# ---- ovf_accum_ctrl_flat ----
ovf_accum_ctrl_flat/clocks.png
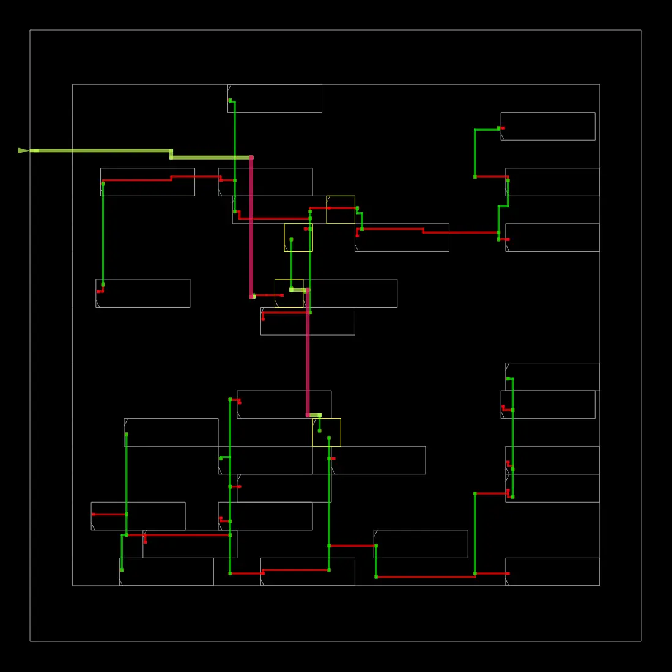
ovf_accum_ctrl_flat/placement_by_type.png
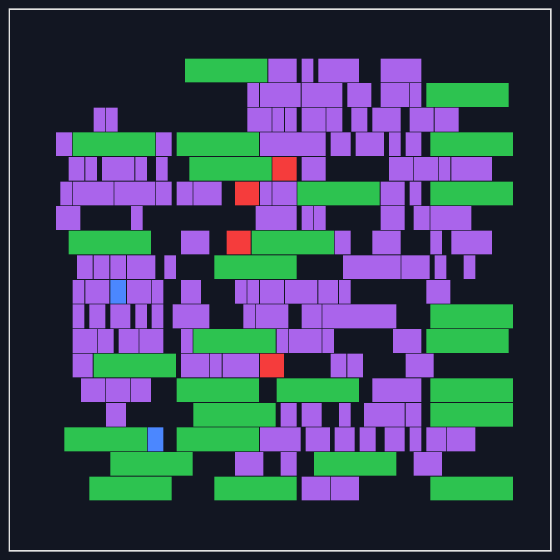
ovf_accum_ctrl_flat/power_grid.png
Bar = 20 µm. Pins as bars on the die edge.
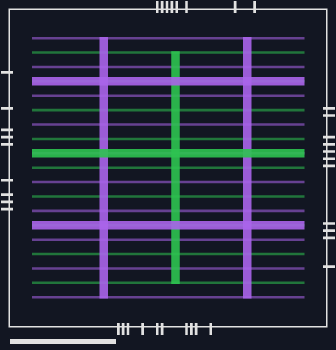
<file path="src/rtl/ovf_accum_ctrl_if.sv">
// rtl/ovf_accum_ctrl_if.sv - job control, operand and result streams for ovf_accum_ctrl
interface ovf_accum_ctrl_if #(
  parameter int WIDTH = 8,
  parameter int LEN_W = 4,
  parameter int CNT_W = 8
);
  logic             start;
  logic [LEN_W-1:0] len;
  logic             sat_en;
  logic             in_valid;
  logic [WIDTH-1:0] in_data;
  logic             in_ready;
  logic             out_valid;
  logic [WIDTH-1:0] out_data;
  logic             out_ovf;
  logic             out_ready;
  logic             busy;
  logic [CNT_W-1:0] ovf_count;

  modport master (
    output start, len, sat_en, in_valid, in_data, out_ready,
    input  in_ready, out_valid, out_data, out_ovf, busy, ovf_count
  );

  modport slave (
    input  start, len, sat_en, in_valid, in_data, out_ready,
    output in_ready, out_valid, out_data, out_ovf, busy, ovf_count
  );
endinterface

</file>
<file path="src/rtl/ovf_accum_ctrl.sv">
// rtl/ovf_accum_ctrl.sv - signed accumulate-with-overflow job sequencer
// Saturating or wrapping accumulation per job, cumulative saturating overflow counter.
module ovf_accum_ctrl #(
  parameter int WIDTH = 8,
  parameter int LEN_W = 4,
  parameter int CNT_W = 8
) (
  input logic          clk,
  input logic          rst,
  ovf_accum_ctrl_if.slave bus
);
  typedef enum logic [1:0] {IDLE, ACCUM, DONE} state_t;

  localparam logic [WIDTH-1:0] MOST_POS = {1'b0, {(WIDTH-1){1'b1}}};
  localparam logic [WIDTH-1:0] MOST_NEG = {1'b1, {(WIDTH-1){1'b0}}};

  state_t           state_q, state_d;
  logic [WIDTH-1:0] acc_q, acc_d;
  logic [LEN_W-1:0] remaining_q, remaining_d;
  logic             job_ovf_q, job_ovf_d;
  logic             sat_q, sat_d;
  logic [CNT_W-1:0] ovf_count_q, ovf_count_d;
  logic             in_ready_q, in_ready_d;
  logic             out_valid_q, out_valid_d;
  logic             busy_q, busy_d;
  logic [WIDTH-1:0] sum;
  logic             ovf;

  always_comb begin
    sum = acc_q + bus.in_data;
    // Same-sign operands whose result flips sign have left the representable range.
    ovf = (acc_q[WIDTH-1] == bus.in_data[WIDTH-1]) && (sum[WIDTH-1] != acc_q[WIDTH-1]);

    state_d     = state_q;
    acc_d       = acc_q;
    remaining_d = remaining_q;
    job_ovf_d   = job_ovf_q;
    sat_d       = sat_q;
    ovf_count_d = ovf_count_q;

    case (state_q)
      IDLE: begin
        if (bus.start) begin
          acc_d     = '0;
          job_ovf_d = 1'b0;
          if (bus.len != '0) begin
            remaining_d = bus.len;
            sat_d       = bus.sat_en;
            state_d     = ACCUM;
          end else begin
            state_d = DONE;
          end
        end
      end
      ACCUM: begin
        if (bus.in_valid) begin
          if (ovf && sat_q) begin
            acc_d = acc_q[WIDTH-1] ? MOST_NEG : MOST_POS;
          end else begin
            acc_d = sum;
          end
          if (ovf) begin
            job_ovf_d = 1'b1;
            if (ovf_count_q != '1) begin
              ovf_count_d = ovf_count_q + 1'b1;
            end
          end
          remaining_d = remaining_q - 1'b1;
          if (remaining_q == LEN_W'(1)) begin
            state_d = DONE;
          end
        end
      end
      DONE: begin
        if (bus.out_ready) begin
          state_d = IDLE;
        end
      end
      default: state_d = IDLE;
    endcase

    // Handshake outputs are registered copies of the next-state decode.
    in_ready_d  = (state_d == ACCUM);
    out_valid_d = (state_d == DONE);
    busy_d      = (state_d != IDLE);
  end

  always_ff @(posedge clk or posedge rst) begin
    if (rst) begin
      state_q     <= IDLE;
      acc_q       <= '0;
      remaining_q <= '0;
      job_ovf_q   <= 1'b0;
      sat_q       <= 1'b0;
      ovf_count_q <= '0;
      in_ready_q  <= 1'b0;
      out_valid_q <= 1'b0;
      busy_q      <= 1'b0;
    end else begin
      state_q     <= state_d;
      acc_q       <= acc_d;
      remaining_q <= remaining_d;
      job_ovf_q   <= job_ovf_d;
      sat_q       <= sat_d;
      ovf_count_q <= ovf_count_d;
      in_ready_q  <= in_ready_d;
      out_valid_q <= out_valid_d;
      busy_q      <= busy_d;
    end
  end

  assign bus.in_ready  = in_ready_q;
  assign bus.out_valid = out_valid_q;
  assign bus.out_data  = acc_q;
  assign bus.out_ovf   = job_ovf_q;
  assign bus.busy      = busy_q;
  assign bus.ovf_count = ovf_count_q;
endmodule

</file>
<file path="src/flat_wrapper.sv">
// flat-port wrapper written by rule: the top's interface ports become plain ports
module ovf_accum_ctrl_flat 
#(
  parameter int WIDTH = 8,
  parameter int LEN_W = 4,
  parameter int CNT_W = 8
)
  (clk, rst, bus_start, bus_len, bus_sat_en, bus_in_valid, bus_in_data, bus_out_ready, bus_in_ready, bus_out_valid, bus_out_data, bus_out_ovf, bus_busy, bus_ovf_count);
  ovf_accum_ctrl_if #(.WIDTH(WIDTH), .LEN_W(LEN_W), .CNT_W(CNT_W)) bus_i ();
  input logic clk;
  input logic rst;
  input wire logic [$bits(bus_i.start)-1:0] bus_start;
  input wire logic [$bits(bus_i.len)-1:0] bus_len;
  input wire logic [$bits(bus_i.sat_en)-1:0] bus_sat_en;
  input wire logic [$bits(bus_i.in_valid)-1:0] bus_in_valid;
  input wire logic [$bits(bus_i.in_data)-1:0] bus_in_data;
  input wire logic [$bits(bus_i.out_ready)-1:0] bus_out_ready;
  output wire logic [$bits(bus_i.in_ready)-1:0] bus_in_ready;
  output wire logic [$bits(bus_i.out_valid)-1:0] bus_out_valid;
  output wire logic [$bits(bus_i.out_data)-1:0] bus_out_data;
  output wire logic [$bits(bus_i.out_ovf)-1:0] bus_out_ovf;
  output wire logic [$bits(bus_i.busy)-1:0] bus_busy;
  output wire logic [$bits(bus_i.ovf_count)-1:0] bus_ovf_count;
  assign bus_i.start = bus_start;
  assign bus_i.len = bus_len;
  assign bus_i.sat_en = bus_sat_en;
  assign bus_i.in_valid = bus_in_valid;
  assign bus_i.in_data = bus_in_data;
  assign bus_i.out_ready = bus_out_ready;
  assign bus_in_ready = bus_i.in_ready;
  assign bus_out_valid = bus_i.out_valid;
  assign bus_out_data = bus_i.out_data;
  assign bus_out_ovf = bus_i.out_ovf;
  assign bus_busy = bus_i.busy;
  assign bus_ovf_count = bus_i.ovf_count;
  ovf_accum_ctrl #(.WIDTH(WIDTH), .LEN_W(LEN_W), .CNT_W(CNT_W)) u_core (.clk(clk), .rst(rst), .bus(bus_i));
endmodule
</file>
<file path="config.mk">
export PLATFORM = sky130hd
export DESIGN_NAME = ovf_accum_ctrl_flat
export DESIGN_NICKNAME = d
export VERILOG_FILES = /design/src/rtl/ovf_accum_ctrl_if.sv /design/src/rtl/ovf_accum_ctrl.sv /design/src/flat_wrapper.sv
export SDC_FILE = /design/constraint.sdc
export NUM_CORES = 1
export LEC_CHECK = 0
export ABC_CLOCK_PERIOD_IN_PS = 3350
export CORE_MARGIN = 4
export CORE_UTILIZATION = 60
export DETAILED_ROUTE_END_ITERATION = 8
export DONT_BUFFER_PORTS = 1
export GPL_ROUTABILITY_DRIVEN = 1
export GPL_TIMING_DRIVEN = 0
export PLACE_DENSITY = 0.8
export SETUP_SLACK_MARGIN = 0.1
export SLEW_MARGIN = 20
export SYNTH_ARGS = -nofsm -noshare
export SYNTH_HDL_FRONTEND = slang
export SYNTH_SLANG_ARGS = --single-unit
</file>
<file path="constraint.sdc">
create_clock -name clk -period 3.35 [get_ports clk]
set_input_delay 1.005 -clock clk [delete_from_list [all_inputs] [get_ports clk]]
set_output_delay 1.005 -clock clk [all_outputs]
set_load 0.02 [all_outputs]
</file>
==> Implementation_results.wiki <==
== Metrics ==
{| class="wikitable"
! Metric !! Value
|-
| Commonest non-fill, non-tap cell in the layout || sky130_fd_sc_hd__dfrtp_1
|-
| Total stage count of the critical path || 7
|-
| Root buffer cell || sky130_fd_sc_hd__clkbuf_4
|-
| Hold bufs inserted after CTS || 0
|-
| Total die size || 0.00357 mm²
|-
| Kind of start point of the critical path || input port
|-
| Fin util || 66.3%
|-
| Beginning of the worst register-to-register path || u_core.bus.out_data[1]
|-
| Status || completed
|-
| Maximum level of the CTS H-tree || 1
|-
| Terminating pin of the worst hold path || u_core.remaining_q[3]
|-
| F_max || 403 MHz
|-
| Arrival time of the worst setup path || 2.71 ns
|-
| Worst-case reg-to-reg path depth || 7
|-
| Most area-hungry cell type in the Yosys netlist || sky130_fd_sc_hd__dfrtp_1
|}
## Picture notes: ovf_accum_ctrl_flat/clocks.png
final setup skew: 0.00335 ns
power in the clock group: 0.143 mW

## Picture notes: ovf_accum_ctrl_flat/placement_by_type.png
Purple marks combinational and other logic, cells 131, share of their area 56%. Green marks sequential cells, cells 27, share of their area 41%. Red marks clock drivers and dummy loads, cells 4, share of their area 1.8%. Blue marks remaining buffers and delay cells, cells 2, share of their area 0.61%.

## Picture notes: ovf_accum_ctrl_flat/power_grid.png
Green marks VDD. Purple marks VSS.
3 straps on met5. 38 signal pins sit on the boundary.
Core Box Area: 0.00252 mm²
Horiz. Die Dim: 59.7 µm
height of the die: 59.7 µm
largest voltage drop on the vdd net: 0.519 mV

-- through the flow --
step                      std cells  setup slack [ns]
final                           194             0.869
after detailed placement        190             0.512
after global routing            194             0.795
after global placement          190             0.555
after floorplan                 160             0.640
after CTS                       194             0.865
-- logic make-up (layout without fill, tap and decap cells) --
family	after synthesis	in the layout	share of synthesized area, %
and+or+nand+nor	54	54	17.5
AOI/OAI and AO/OA	38	38	17.5
DFF	27	27	42.1
buffers and inverters	13	17	3.20
adders and majority gates	11	11	9.04
xor gates and xnor gates	11	11	6.00
muxes	6	6	4.68
-- sequential cells by signal, summed over array words and instances, names as in the netlist, 2 cells and up --
register,count
u_core.bus.out_data,8
u_core.bus.ovf_count,8
u_core.state_q,2
u_core.remaining_q,4
-- layout make-up --
type / instances / area [µm²]
multi-input cells: 120 / 878
fillers: 196 / 850
flip-flops and latches: 27 / 676
inverters: 11 / 41.3
well taps: 30 / 37.5
clock buffers: 3 / 22.5
plain buffers: 2 / 10.0
clock inverters: 1 / 7.51
-- report_power, final --
group	leakage (nW)	total [mW]	switching, mW	internal [mW]
clock	0.0139	0.143	0.0973	0.0456
sequential	0.343	0.664	0.219	0.446
combinational	0.406	0.648	0.358	0.290

# ---- writeback_regfile_gen ----
==> src/rtl/writeback_regfile_gen.sv <==
// rtl/writeback_regfile_gen.sv - writeback select, register file, condition code and registered read ports
module writeback_regfile_gen #(
  parameter int DATA_W   = 16,
  parameter int NUM_REGS = 8,
  parameter int NUM_RD   = 2,
  parameter int BYPASS   = 1,
  parameter int ADDR_W   = $clog2(NUM_REGS)
) (
  input  logic                     clock,
  input  logic                     reset,
  input  logic                     enable_writeback,
  input  logic [1:0]               W_Control,
  input  logic [DATA_W-1:0]        aluout,
  input  logic [DATA_W-1:0]        memout,
  input  logic [DATA_W-1:0]        pcout,
  input  logic [ADDR_W-1:0]        dr,
  input  logic [NUM_RD*ADDR_W-1:0] sr,
  output logic [NUM_RD*DATA_W-1:0] vsr,
  output logic [2:0]               psr,
  output logic                     wb_done,
  output logic                     err
);

  logic [DATA_W-1:0] regs [NUM_REGS];
  logic [DATA_W-1:0] wdata;
  logic              commit;
  logic              reserved;

  // Source select; the reserved code never commits, so its value is irrelevant.
  always_comb begin
    wdata = aluout;
    case (W_Control)
      2'd0:    wdata = aluout;
      2'd1:    wdata = memout;
      2'd2:    wdata = pcout;
      default: wdata = aluout;
    endcase
  end

  assign reserved = enable_writeback && (W_Control == 2'd3);
  assign commit   = enable_writeback && (W_Control != 2'd3);

  // Register file write; reset clears every entry and beats any concurrent write.
  always_ff @(posedge clock) begin
    if (reset) begin
      for (int r = 0; r < NUM_REGS; r++) regs[r] <= '0;
    end else if (commit) begin
      regs[dr] <= wdata;
    end
  end

  // Condition code, completion pulse and sticky reserved-select flag.
  always_ff @(posedge clock) begin
    if (reset) begin
      psr     <= 3'b010;
      wb_done <= 1'b0;
      err     <= 1'b0;
    end else begin
      wb_done <= commit;
      if (commit) begin
        if (wdata[DATA_W-1])   psr <= 3'b100;
        else if (wdata == '0)  psr <= 3'b010;
        else                   psr <= 3'b001;
      end
      if (reserved) err <= 1'b1;
    end
  end

  // Read lanes sample every edge; a same-edge write to the addressed register
  // is forwarded only when bypass is enabled, otherwise the old value is seen.
  always_ff @(posedge clock) begin
    if (reset) begin
      vsr <= '0;
    end else begin
      for (int i = 0; i < NUM_RD; i++) begin
        if ((BYPASS != 0) && commit && (dr == sr[i*ADDR_W +: ADDR_W]))
          vsr[i*DATA_W +: DATA_W] <= wdata;
        else
          vsr[i*DATA_W +: DATA_W] <= regs[sr[i*ADDR_W +: ADDR_W]];
      end
    end
  end

endmodule
==> config.mk <==
export PLATFORM = sky130hd
export DESIGN_NAME = writeback_regfile_gen
export DESIGN_NICKNAME = d
export VERILOG_FILES = /design/src/rtl/writeback_regfile_gen.sv
export SDC_FILE = /design/constraint.sdc
export NUM_CORES = 1
export LEC_CHECK = 0
export ABC_AREA = 1
export CAP_MARGIN = 10
export CELL_PAD_IN_SITES_DETAIL_PLACEMENT = 1
export CELL_PAD_IN_SITES_GLOBAL_PLACEMENT = 1
export CORE_AREA = 5 5 152 154
export CTS_CLUSTER_SIZE = 25
export DETAILED_ROUTE_END_ITERATION = 7
export DIE_AREA = 0 0 157 159
export PLACE_DENSITY = 0.78
export SLEW_MARGIN = 40
export SYNTH_ARGS = -nofsm -noshare
export SYNTH_HDL_FRONTEND = slang
export SYNTH_SLANG_ARGS = --single-unit
==> constraint.sdc <==
create_clock -name clock -period 4.35 [get_ports clock]
set_clock_uncertainty 0.05 [all_clocks]
set_input_delay 0.87 -clock clock [delete_from_list [all_inputs] [get_ports clock]]
set_output_delay 0.87 -clock clock [all_outputs]
set_load 0.01 [all_outputs]
writeback_regfile_gen/clocks.png
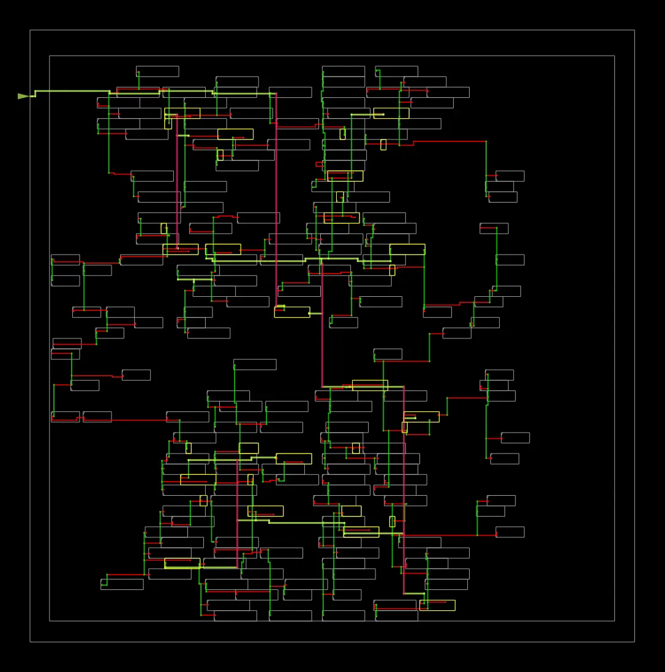
clock buffers: 24
clock sinks: 165

writeback_regfile_gen/clk_routes.png
Bar = 50 µm.
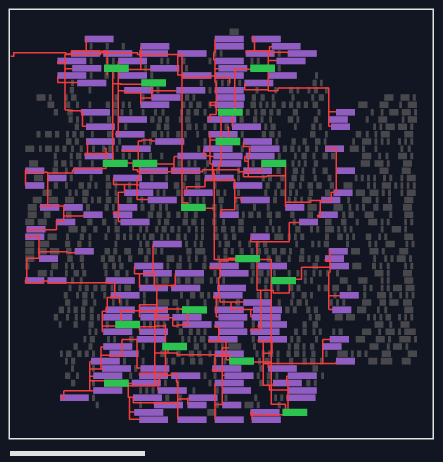
Green marks clock drivers, count 17. Purple marks flip-flops, count 165. Red marks clock wires, length 2,140 µm.
There are 18 routed clock nets.
clock latency on the worst-skew pair: 0.44 ns
power in the clock group: 1.36 mW
relative contribution of the clock network to total power: 35.2%

==> Implementation_results.wiki <==
== Metrics ==
{| class="wikitable"
! Metric !! Value
|-
| Status || completed
|-
| Number of resized instances in the post-cts repair step || 0
|-
| Ys Warns || 0
|-
| Multi-input gates || 739
|-
| Diode count || 0
|-
| Count of non-filler cells in the finished layout || 1,360
|-
| Core Box Area || 0.0216 mm²
|-
| Height of the die || 159 µm
|-
| Area share of the largest cell type after synthesis || 45.5%
|-
| Vias in the first global route || 7,947
|-
| Layout clock area frac || 5.08%
|-
| Comb. pwr || 0.624 mW
|-
| Post-Synthesis Net Count || 1,072
|-
| Ys async rst share || 0%
|-
| Logic area || 0.00334 mm²
|-
| Total number of tap cells || 280
|-
| Hold bufs inserted after CTS || 0
|-
| Final WS setup || 1.32 ns
|-
| Largest voltage drop on the vdd net || 0.267 mV
|-
| Fraction of area in registers || 46.0%
|-
| Switching share of power || 28.2%
|-
| Most used cells in the layout excluding fill and tap cells || 270 x sky130_fd_sc_hd__nor2_1, 178 x sky130_fd_sc_hd__nand2_1, 128 x sky130_fd_sc_hd__edfxtp_1, 96 x sky130_fd_sc_hd__clkdlybuf4s50_1, 86 x sky130_fd_sc_hd__o21ai_0
|}
writeback_regfile_gen/wires.png
Bar = 50 µm.
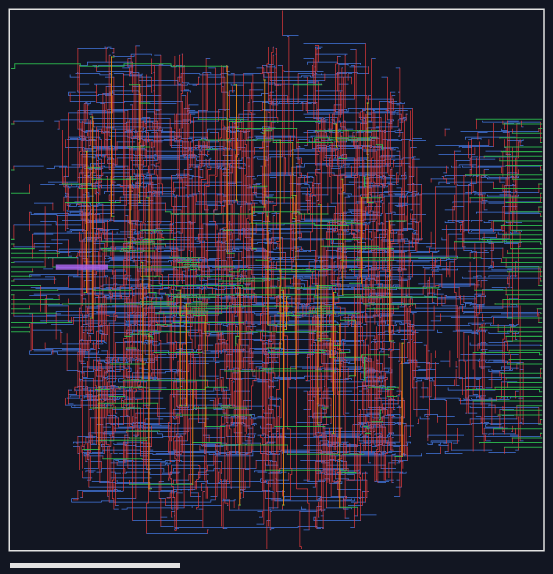
Orange marks metal 4, wire length 1,260 µm. Green marks metal 3, wire length 2,600 µm. Blue marks metal 1, wire length 12,400 µm. Purple marks metal 5, wire length 13.8 µm. Red marks metal 2, wire length 14,600 µm.

logic make-up (layout without fill, tap and decap cells):
| kind of cell | after synthesis | count (layout) | share of synthesized area [%] |
|---|---|---|---|
| and+or+nand+nor | 468 | 468 | 21.6 |
| AOI/OAI and AO/OA | 266 | 266 | 17.3 |
| DFF | 165 | 165 | 54.3 |
| buffers and inverters | 103 | 176 | 6.17 |
| adders and majority gates | 3 | 3 | 0.445 |
| xor gates and xnor gates | 2 | 2 | 0.208 |
path summary, 6_finish.rpt:
kind	from	to	slack [ns]	cells after the start
min reg2reg	err	err	0.42	2
min	err	err	0.42	2
max reg2reg	regs[2][5]	vsr[5]	3.02	4
max	W_Control[0]	regs[0][9]	1.32	7
sequential cells by signal, summed over array words and instances, names as in the netlist:
name     cells
psr          3
regs       128
err          1
wb_done      1
vsr         32
critical path, cell delays in order:
cell                              delay (ns)
sky130_fd_sc_hd__clkdlybuf4s50_1        0.46
sky130_fd_sc_hd__ha_1                   0.27
sky130_fd_sc_hd__nor2_4                 0.15
sky130_fd_sc_hd__nand2_2                0.15
sky130_fd_sc_hd__nor2_4                 0.23
sky130_fd_sc_hd__nand2_2                0.27
sky130_fd_sc_hd__nand2_1                0.63

# ---- alu_frame_loader_flat ----
alu_frame_loader_flat/clk_routes.png
Bar = 20 µm.
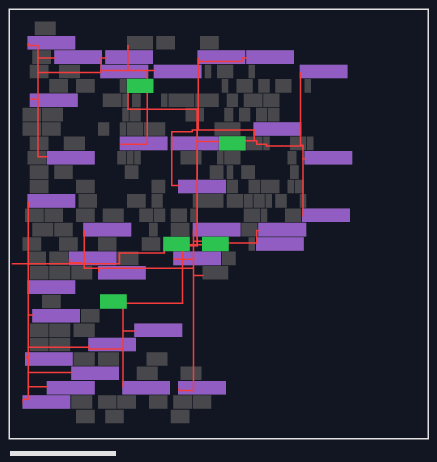
alu_frame_loader_flat/placement_by_type.png
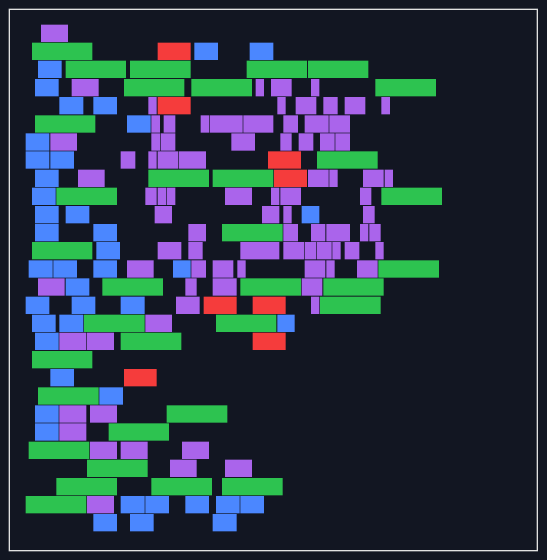
--- src/rtl/alu_frame_loader_if.sv ---
// Byte-stream, ALU and result-handshake signals of alu_frame_loader.
// The slave modport is the loader's view; the master modport is its environment.
interface alu_frame_loader_if #(
  parameter int NB_DATA = 8,
  parameter int NB_OP   = 6,
  parameter int NB_AB   = 4
);
  logic [NB_DATA-1:0] i_rx_data;
  logic               i_rx_valid;
  logic [NB_OP-1:0]   o_operation;
  logic [NB_AB-1:0]   o_Adata;
  logic [NB_AB-1:0]   o_Bdata;
  logic [NB_AB-1:0]   i_result;
  logic [NB_DATA-1:0] o_tx_data;
  logic               i_tx_ready;
  logic               o_tx_valid;
  logic               o_busy;
  logic               o_timeout;
  logic               o_overrun;

  modport slave (
    input  i_rx_data, i_rx_valid, i_result, i_tx_ready,
    output o_operation, o_Adata, o_Bdata, o_tx_data, o_tx_valid,
           o_busy, o_timeout, o_overrun
  );

  modport master (
    output i_rx_data, i_rx_valid, i_result, i_tx_ready,
    input  o_operation, o_Adata, o_Bdata, o_tx_data, o_tx_valid,
           o_busy, o_timeout, o_overrun
  );
endinterface

--- src/rtl/alu_frame_loader.sv ---
// Collects A, B and opcode bytes into registered ALU inputs, captures the
// ALU result one cycle later and offers it sign-extended on a valid/ready port.
module alu_frame_loader #(
  parameter int NB_DATA = 8,
  parameter int NB_OP   = 6,
  parameter int NB_AB   = 4,
  parameter int TIMEOUT = 1000
) (
  input  logic                 i_clk,
  input  logic                 i_rst_n,
  alu_frame_loader_if.slave    bus
);

  localparam int CNT_W = (TIMEOUT > 0) ? $clog2(TIMEOUT + 1) : 1;
  localparam logic [CNT_W-1:0] CNT_LAST = CNT_W'((TIMEOUT > 0) ? TIMEOUT - 1 : 0);

  typedef enum logic [2:0] {
    WAIT_A,
    WAIT_B,
    WAIT_OP,
    EXEC,
    SEND
  } state_t;

  state_t             state_q;
  logic [CNT_W-1:0]   cnt_q;
  logic [NB_AB-1:0]   a_q;
  logic [NB_AB-1:0]   b_q;
  logic [NB_OP-1:0]   op_q;
  logic [NB_DATA-1:0] tx_data_q;
  logic               tx_valid_q;
  logic               timeout_q;
  logic               overrun_q;

  logic               waiting;
  logic               expired;
  logic [NB_DATA-1:0] result_ext;

  assign waiting    = (state_q == WAIT_B) || (state_q == WAIT_OP);
  // A byte in the expiry cycle takes priority, so expiry requires silence.
  assign expired    = (TIMEOUT != 0) && waiting && !bus.i_rx_valid && (cnt_q == CNT_LAST);
  assign result_ext = NB_DATA'($signed(bus.i_result));

  always_ff @(posedge i_clk or negedge i_rst_n) begin
    if (!i_rst_n) begin
      state_q    <= WAIT_A;
      cnt_q      <= '0;
      a_q        <= '0;
      b_q        <= '0;
      op_q       <= '0;
      tx_data_q  <= '0;
      tx_valid_q <= 1'b0;
      timeout_q  <= 1'b0;
      overrun_q  <= 1'b0;
    end else begin
      timeout_q <= 1'b0;
      overrun_q <= 1'b0;
      case (state_q)
        WAIT_A: begin
          cnt_q <= '0;
          if (bus.i_rx_valid) begin
            a_q     <= bus.i_rx_data[NB_AB-1:0];
            state_q <= WAIT_B;
          end
        end
        WAIT_B, WAIT_OP: begin
          if (bus.i_rx_valid) begin
            cnt_q <= '0;
            if (state_q == WAIT_B) begin
              b_q     <= bus.i_rx_data[NB_AB-1:0];
              state_q <= WAIT_OP;
            end else begin
              op_q    <= bus.i_rx_data[NB_OP-1:0];
              state_q <= EXEC;
            end
          end else if (expired) begin
            cnt_q     <= '0;
            timeout_q <= 1'b1;
            state_q   <= WAIT_A;
          end else if (TIMEOUT != 0) begin
            cnt_q <= cnt_q + CNT_W'(1);
          end
        end
        EXEC: begin
          // ALU inputs were registered last cycle, so i_result has settled.
          tx_data_q  <= result_ext;
          tx_valid_q <= 1'b1;
          overrun_q  <= bus.i_rx_valid;
          state_q    <= SEND;
        end
        SEND: begin
          overrun_q <= bus.i_rx_valid;
          if (bus.i_tx_ready) begin
            tx_valid_q <= 1'b0;
            state_q    <= WAIT_A;
          end
        end
        default: state_q <= WAIT_A;
      endcase
    end
  end

  assign bus.o_operation = op_q;
  assign bus.o_Adata     = a_q;
  assign bus.o_Bdata     = b_q;
  assign bus.o_tx_data   = tx_data_q;
  assign bus.o_tx_valid  = tx_valid_q;
  assign bus.o_busy      = (state_q == EXEC) || (state_q == SEND);
  assign bus.o_timeout   = timeout_q;
  assign bus.o_overrun   = overrun_q;

endmodule

--- src/flat_wrapper.sv ---
// flat-port wrapper written by rule: the top's interface ports become plain ports
module alu_frame_loader_flat 
#(
  parameter int NB_DATA = 8,
  parameter int NB_OP   = 6,
  parameter int NB_AB   = 4,
  parameter int TIMEOUT = 1000
)
  (i_clk, i_rst_n, bus_i_rx_data, bus_i_rx_valid, bus_i_result, bus_i_tx_ready, bus_o_operation, bus_o_Adata, bus_o_Bdata, bus_o_tx_data, bus_o_tx_valid, bus_o_busy, bus_o_timeout, bus_o_overrun);
  alu_frame_loader_if #(.NB_DATA(NB_DATA), .NB_OP(NB_OP), .NB_AB(NB_AB)) bus_i ();
  input  logic i_clk;
  input  logic i_rst_n;
  input wire logic [$bits(bus_i.i_rx_data)-1:0] bus_i_rx_data;
  input wire logic [$bits(bus_i.i_rx_valid)-1:0] bus_i_rx_valid;
  input wire logic [$bits(bus_i.i_result)-1:0] bus_i_result;
  input wire logic [$bits(bus_i.i_tx_ready)-1:0] bus_i_tx_ready;
  output wire logic [$bits(bus_i.o_operation)-1:0] bus_o_operation;
  output wire logic [$bits(bus_i.o_Adata)-1:0] bus_o_Adata;
  output wire logic [$bits(bus_i.o_Bdata)-1:0] bus_o_Bdata;
  output wire logic [$bits(bus_i.o_tx_data)-1:0] bus_o_tx_data;
  output wire logic [$bits(bus_i.o_tx_valid)-1:0] bus_o_tx_valid;
  output wire logic [$bits(bus_i.o_busy)-1:0] bus_o_busy;
  output wire logic [$bits(bus_i.o_timeout)-1:0] bus_o_timeout;
  output wire logic [$bits(bus_i.o_overrun)-1:0] bus_o_overrun;
  assign bus_i.i_rx_data = bus_i_rx_data;
  assign bus_i.i_rx_valid = bus_i_rx_valid;
  assign bus_i.i_result = bus_i_result;
  assign bus_i.i_tx_ready = bus_i_tx_ready;
  assign bus_o_operation = bus_i.o_operation;
  assign bus_o_Adata = bus_i.o_Adata;
  assign bus_o_Bdata = bus_i.o_Bdata;
  assign bus_o_tx_data = bus_i.o_tx_data;
  assign bus_o_tx_valid = bus_i.o_tx_valid;
  assign bus_o_busy = bus_i.o_busy;
  assign bus_o_timeout = bus_i.o_timeout;
  assign bus_o_overrun = bus_i.o_overrun;
  alu_frame_loader #(.NB_DATA(NB_DATA), .NB_OP(NB_OP), .NB_AB(NB_AB), .TIMEOUT(TIMEOUT)) u_core (.i_clk(i_clk), .i_rst_n(i_rst_n), .bus(bus_i));
endmodule
--- config.mk ---
export PLATFORM = sky130hd
export DESIGN_NAME = alu_frame_loader_flat
export DESIGN_NICKNAME = d
export VERILOG_FILES = /design/src/rtl/alu_frame_loader_if.sv /design/src/rtl/alu_frame_loader.sv /design/src/flat_wrapper.sv
export SDC_FILE = /design/constraint.sdc
export NUM_CORES = 1
export LEC_CHECK = 0
export CAP_MARGIN = 25
export CORE_AREA = 2 2 77 79
export DETAILED_ROUTE_END_ITERATION = 8
export DIE_AREA = 0 0 79 81
export REMOVE_ABC_BUFFERS = 1
export SLEW_MARGIN = 5
export SYNTH_ARGS = -nofsm -noshare
export SYNTH_HDL_FRONTEND = slang
export SYNTH_SLANG_ARGS = --single-unit
--- constraint.sdc ---
create_clock -name i_clk -period 3.21 [get_ports i_clk]
set_input_delay 0.642 -clock i_clk [delete_from_list [all_inputs] [get_ports i_clk]]
set_output_delay 0.642 -clock i_clk [all_outputs]
set_load 0.005 [all_outputs]
==> Implementation_results.wiki <==
== Metrics ==
{| class="wikitable"
! Metric !! Value
|-
| Synthesis area per yosys || 0.00158 mm²
|-
| Post-placement setup slack || 0.812 ns
|-
| Count of non-filler cells in the finished layout || 246
|-
| Diode count || 0
|-
| Clock Pin Slew Worst Setup and Hold Paths || 0.07 ns
|-
| Horiz. Die Dim || 79 µm
|-
| Total die size || 0.00640 mm²
|-
| # Post-CTS Setup Buffers || 0
|-
| Area growth from synthesis to layout || 34.9%
|-
| Maximum level of the CTS H-tree || 2
|-
| Setup repair after global routing missed its margin || no
|-
| Number of routed nets with antenna violations || 0
|-
| Hold Path Class || register to register
|-
| Most used cells in the layout excluding fill and tap cells || 39 x sky130_fd_sc_hd__clkdlybuf4s50_1, 34 x sky130_fd_sc_hd__dfrtp_1, 19 x sky130_fd_sc_hd__mux2_2, 15 x sky130_fd_sc_hd__nor2_1, 8 x sky130_fd_sc_hd__clkbuf_8
|-
| Post-Place Cell Area || 0.00202 mm²
|-
| Dominant cells by area after synthesis || sky130_fd_sc_hd__dfrtp_1 54%, sky130_fd_sc_hd__mux2_2 14%, sky130_fd_sc_hd__nor2_1 3.6%
|-
| Number of DRC markers after the initial detailed-route iteration || 48
|-
| Plain + repair buffers || 42
|-
| Cell total in the yosys stat output || 131
|-
| Logic area || 661 µm²
|-
| Global route overflow || 0
|-
| Share of the core filled by cells before placement || 27.8%
|-
| Final WL || 3.10 mm
|-
| Sort of element at the end of the critical path || primary output
|-
| Routed length on met1 || 1.42 mm
|-
| Comb. pwr || 0.711 mW
|-
| Time the final worst path needs with I/O delays and setup || 2.51 ns
|-
| Status || completed
|-
| Met1 demand-to-capacity share in global routing || 13.2%
|-
| Most heavily used metal layer in global routing || met2
|-
| Largest incremental delay on the critical path || 0.65 ns
|-
| List of most frequent post-synthesis cells || 34 x sky130_fd_sc_hd__dfrtp_1, 19 x sky130_fd_sc_hd__mux2_2, 15 x sky130_fd_sc_hd__nor2_1, 6 x sky130_fd_sc_hd__xnor2_1
|-
| Worst path slowest cell || sky130_fd_sc_hd__dfrtp_1
|-
| Setup-failing EPs final || 0
|-
| Antenna violations before repair || 0
|-
| Number of cells in the design after placement || 238
|-
| Maximum buffer depth of the clock tree || 2
|-
| Combinational group share of total power || 40.1%
|}
About alu_frame_loader_flat/clk_routes.png:
Purple marks flip-flops, count 34. Red marks clock wires, length 461 µm. Green marks clock drivers, count 5.
There are 6 routed clock nets.
relative contribution of the clock network to total power: 20.8%
final setup skew: 0.00383 ns
clock latency on the worst-skew pair: 0.28 ns
power in the clock group: 0.369 mW

About alu_frame_loader_flat/placement_by_type.png:
Green marks sequential cells, cells 34, share of their area 42%. Purple marks combinational and other logic, cells 87, share of their area 33%. Blue marks remaining buffers and delay cells, cells 42, share of their area 20%. Red marks clock drivers and dummy loads, cells 8, share of their area 5.4%.
fraction of area in registers: 39.9%
fin util: 37.6%

state kept, by name (all words and copies together) (netlist names):
signal	cells
u_core.bus.o_operation	6
u_core.bus.o_Bdata	4
u_core.bus.o_tx_data	4
u_core.bus.o_timeout	1
u_core.bus.o_Adata	4
u_core.bus.o_overrun	1
u_core.bus.o_tx_valid	1
u_core.state_q	3
u_core.cnt_q	10
logic make-up after synthesis:
logic type / share of synthesized area, %
DFF: 53.8
AOI/OAI and AO/OA: 5.15
muxes: 13.5
adders and majority gates: 0.792
buffers and inverters: 4.35
and+or+nand+nor: 17.3
xor gates and xnor gates: 4.99
path summary, 6_finish.rpt:
path | start | endpoint | slack, ns
setup / recovery | u_core.state_q[0] | bus_o_busy | 0.70
hold / removal | u_core.bus.o_Bdata[3] | u_core.bus.o_Bdata[3] | 0.51
setup reg to reg | u_core.state_q[0] | u_core.bus.o_operation[1] | 1.40
hold reg to reg | u_core.bus.o_Bdata[3] | u_core.bus.o_Bdata[3] | 0.51
max in group asynchronous | i_rst_n | u_core.bus.o_Adata[2] | 1.73
min in group asynchronous | i_rst_n | u_core.bus.o_operation[4] | 0.74

Power and IR drop assume default switching activity.
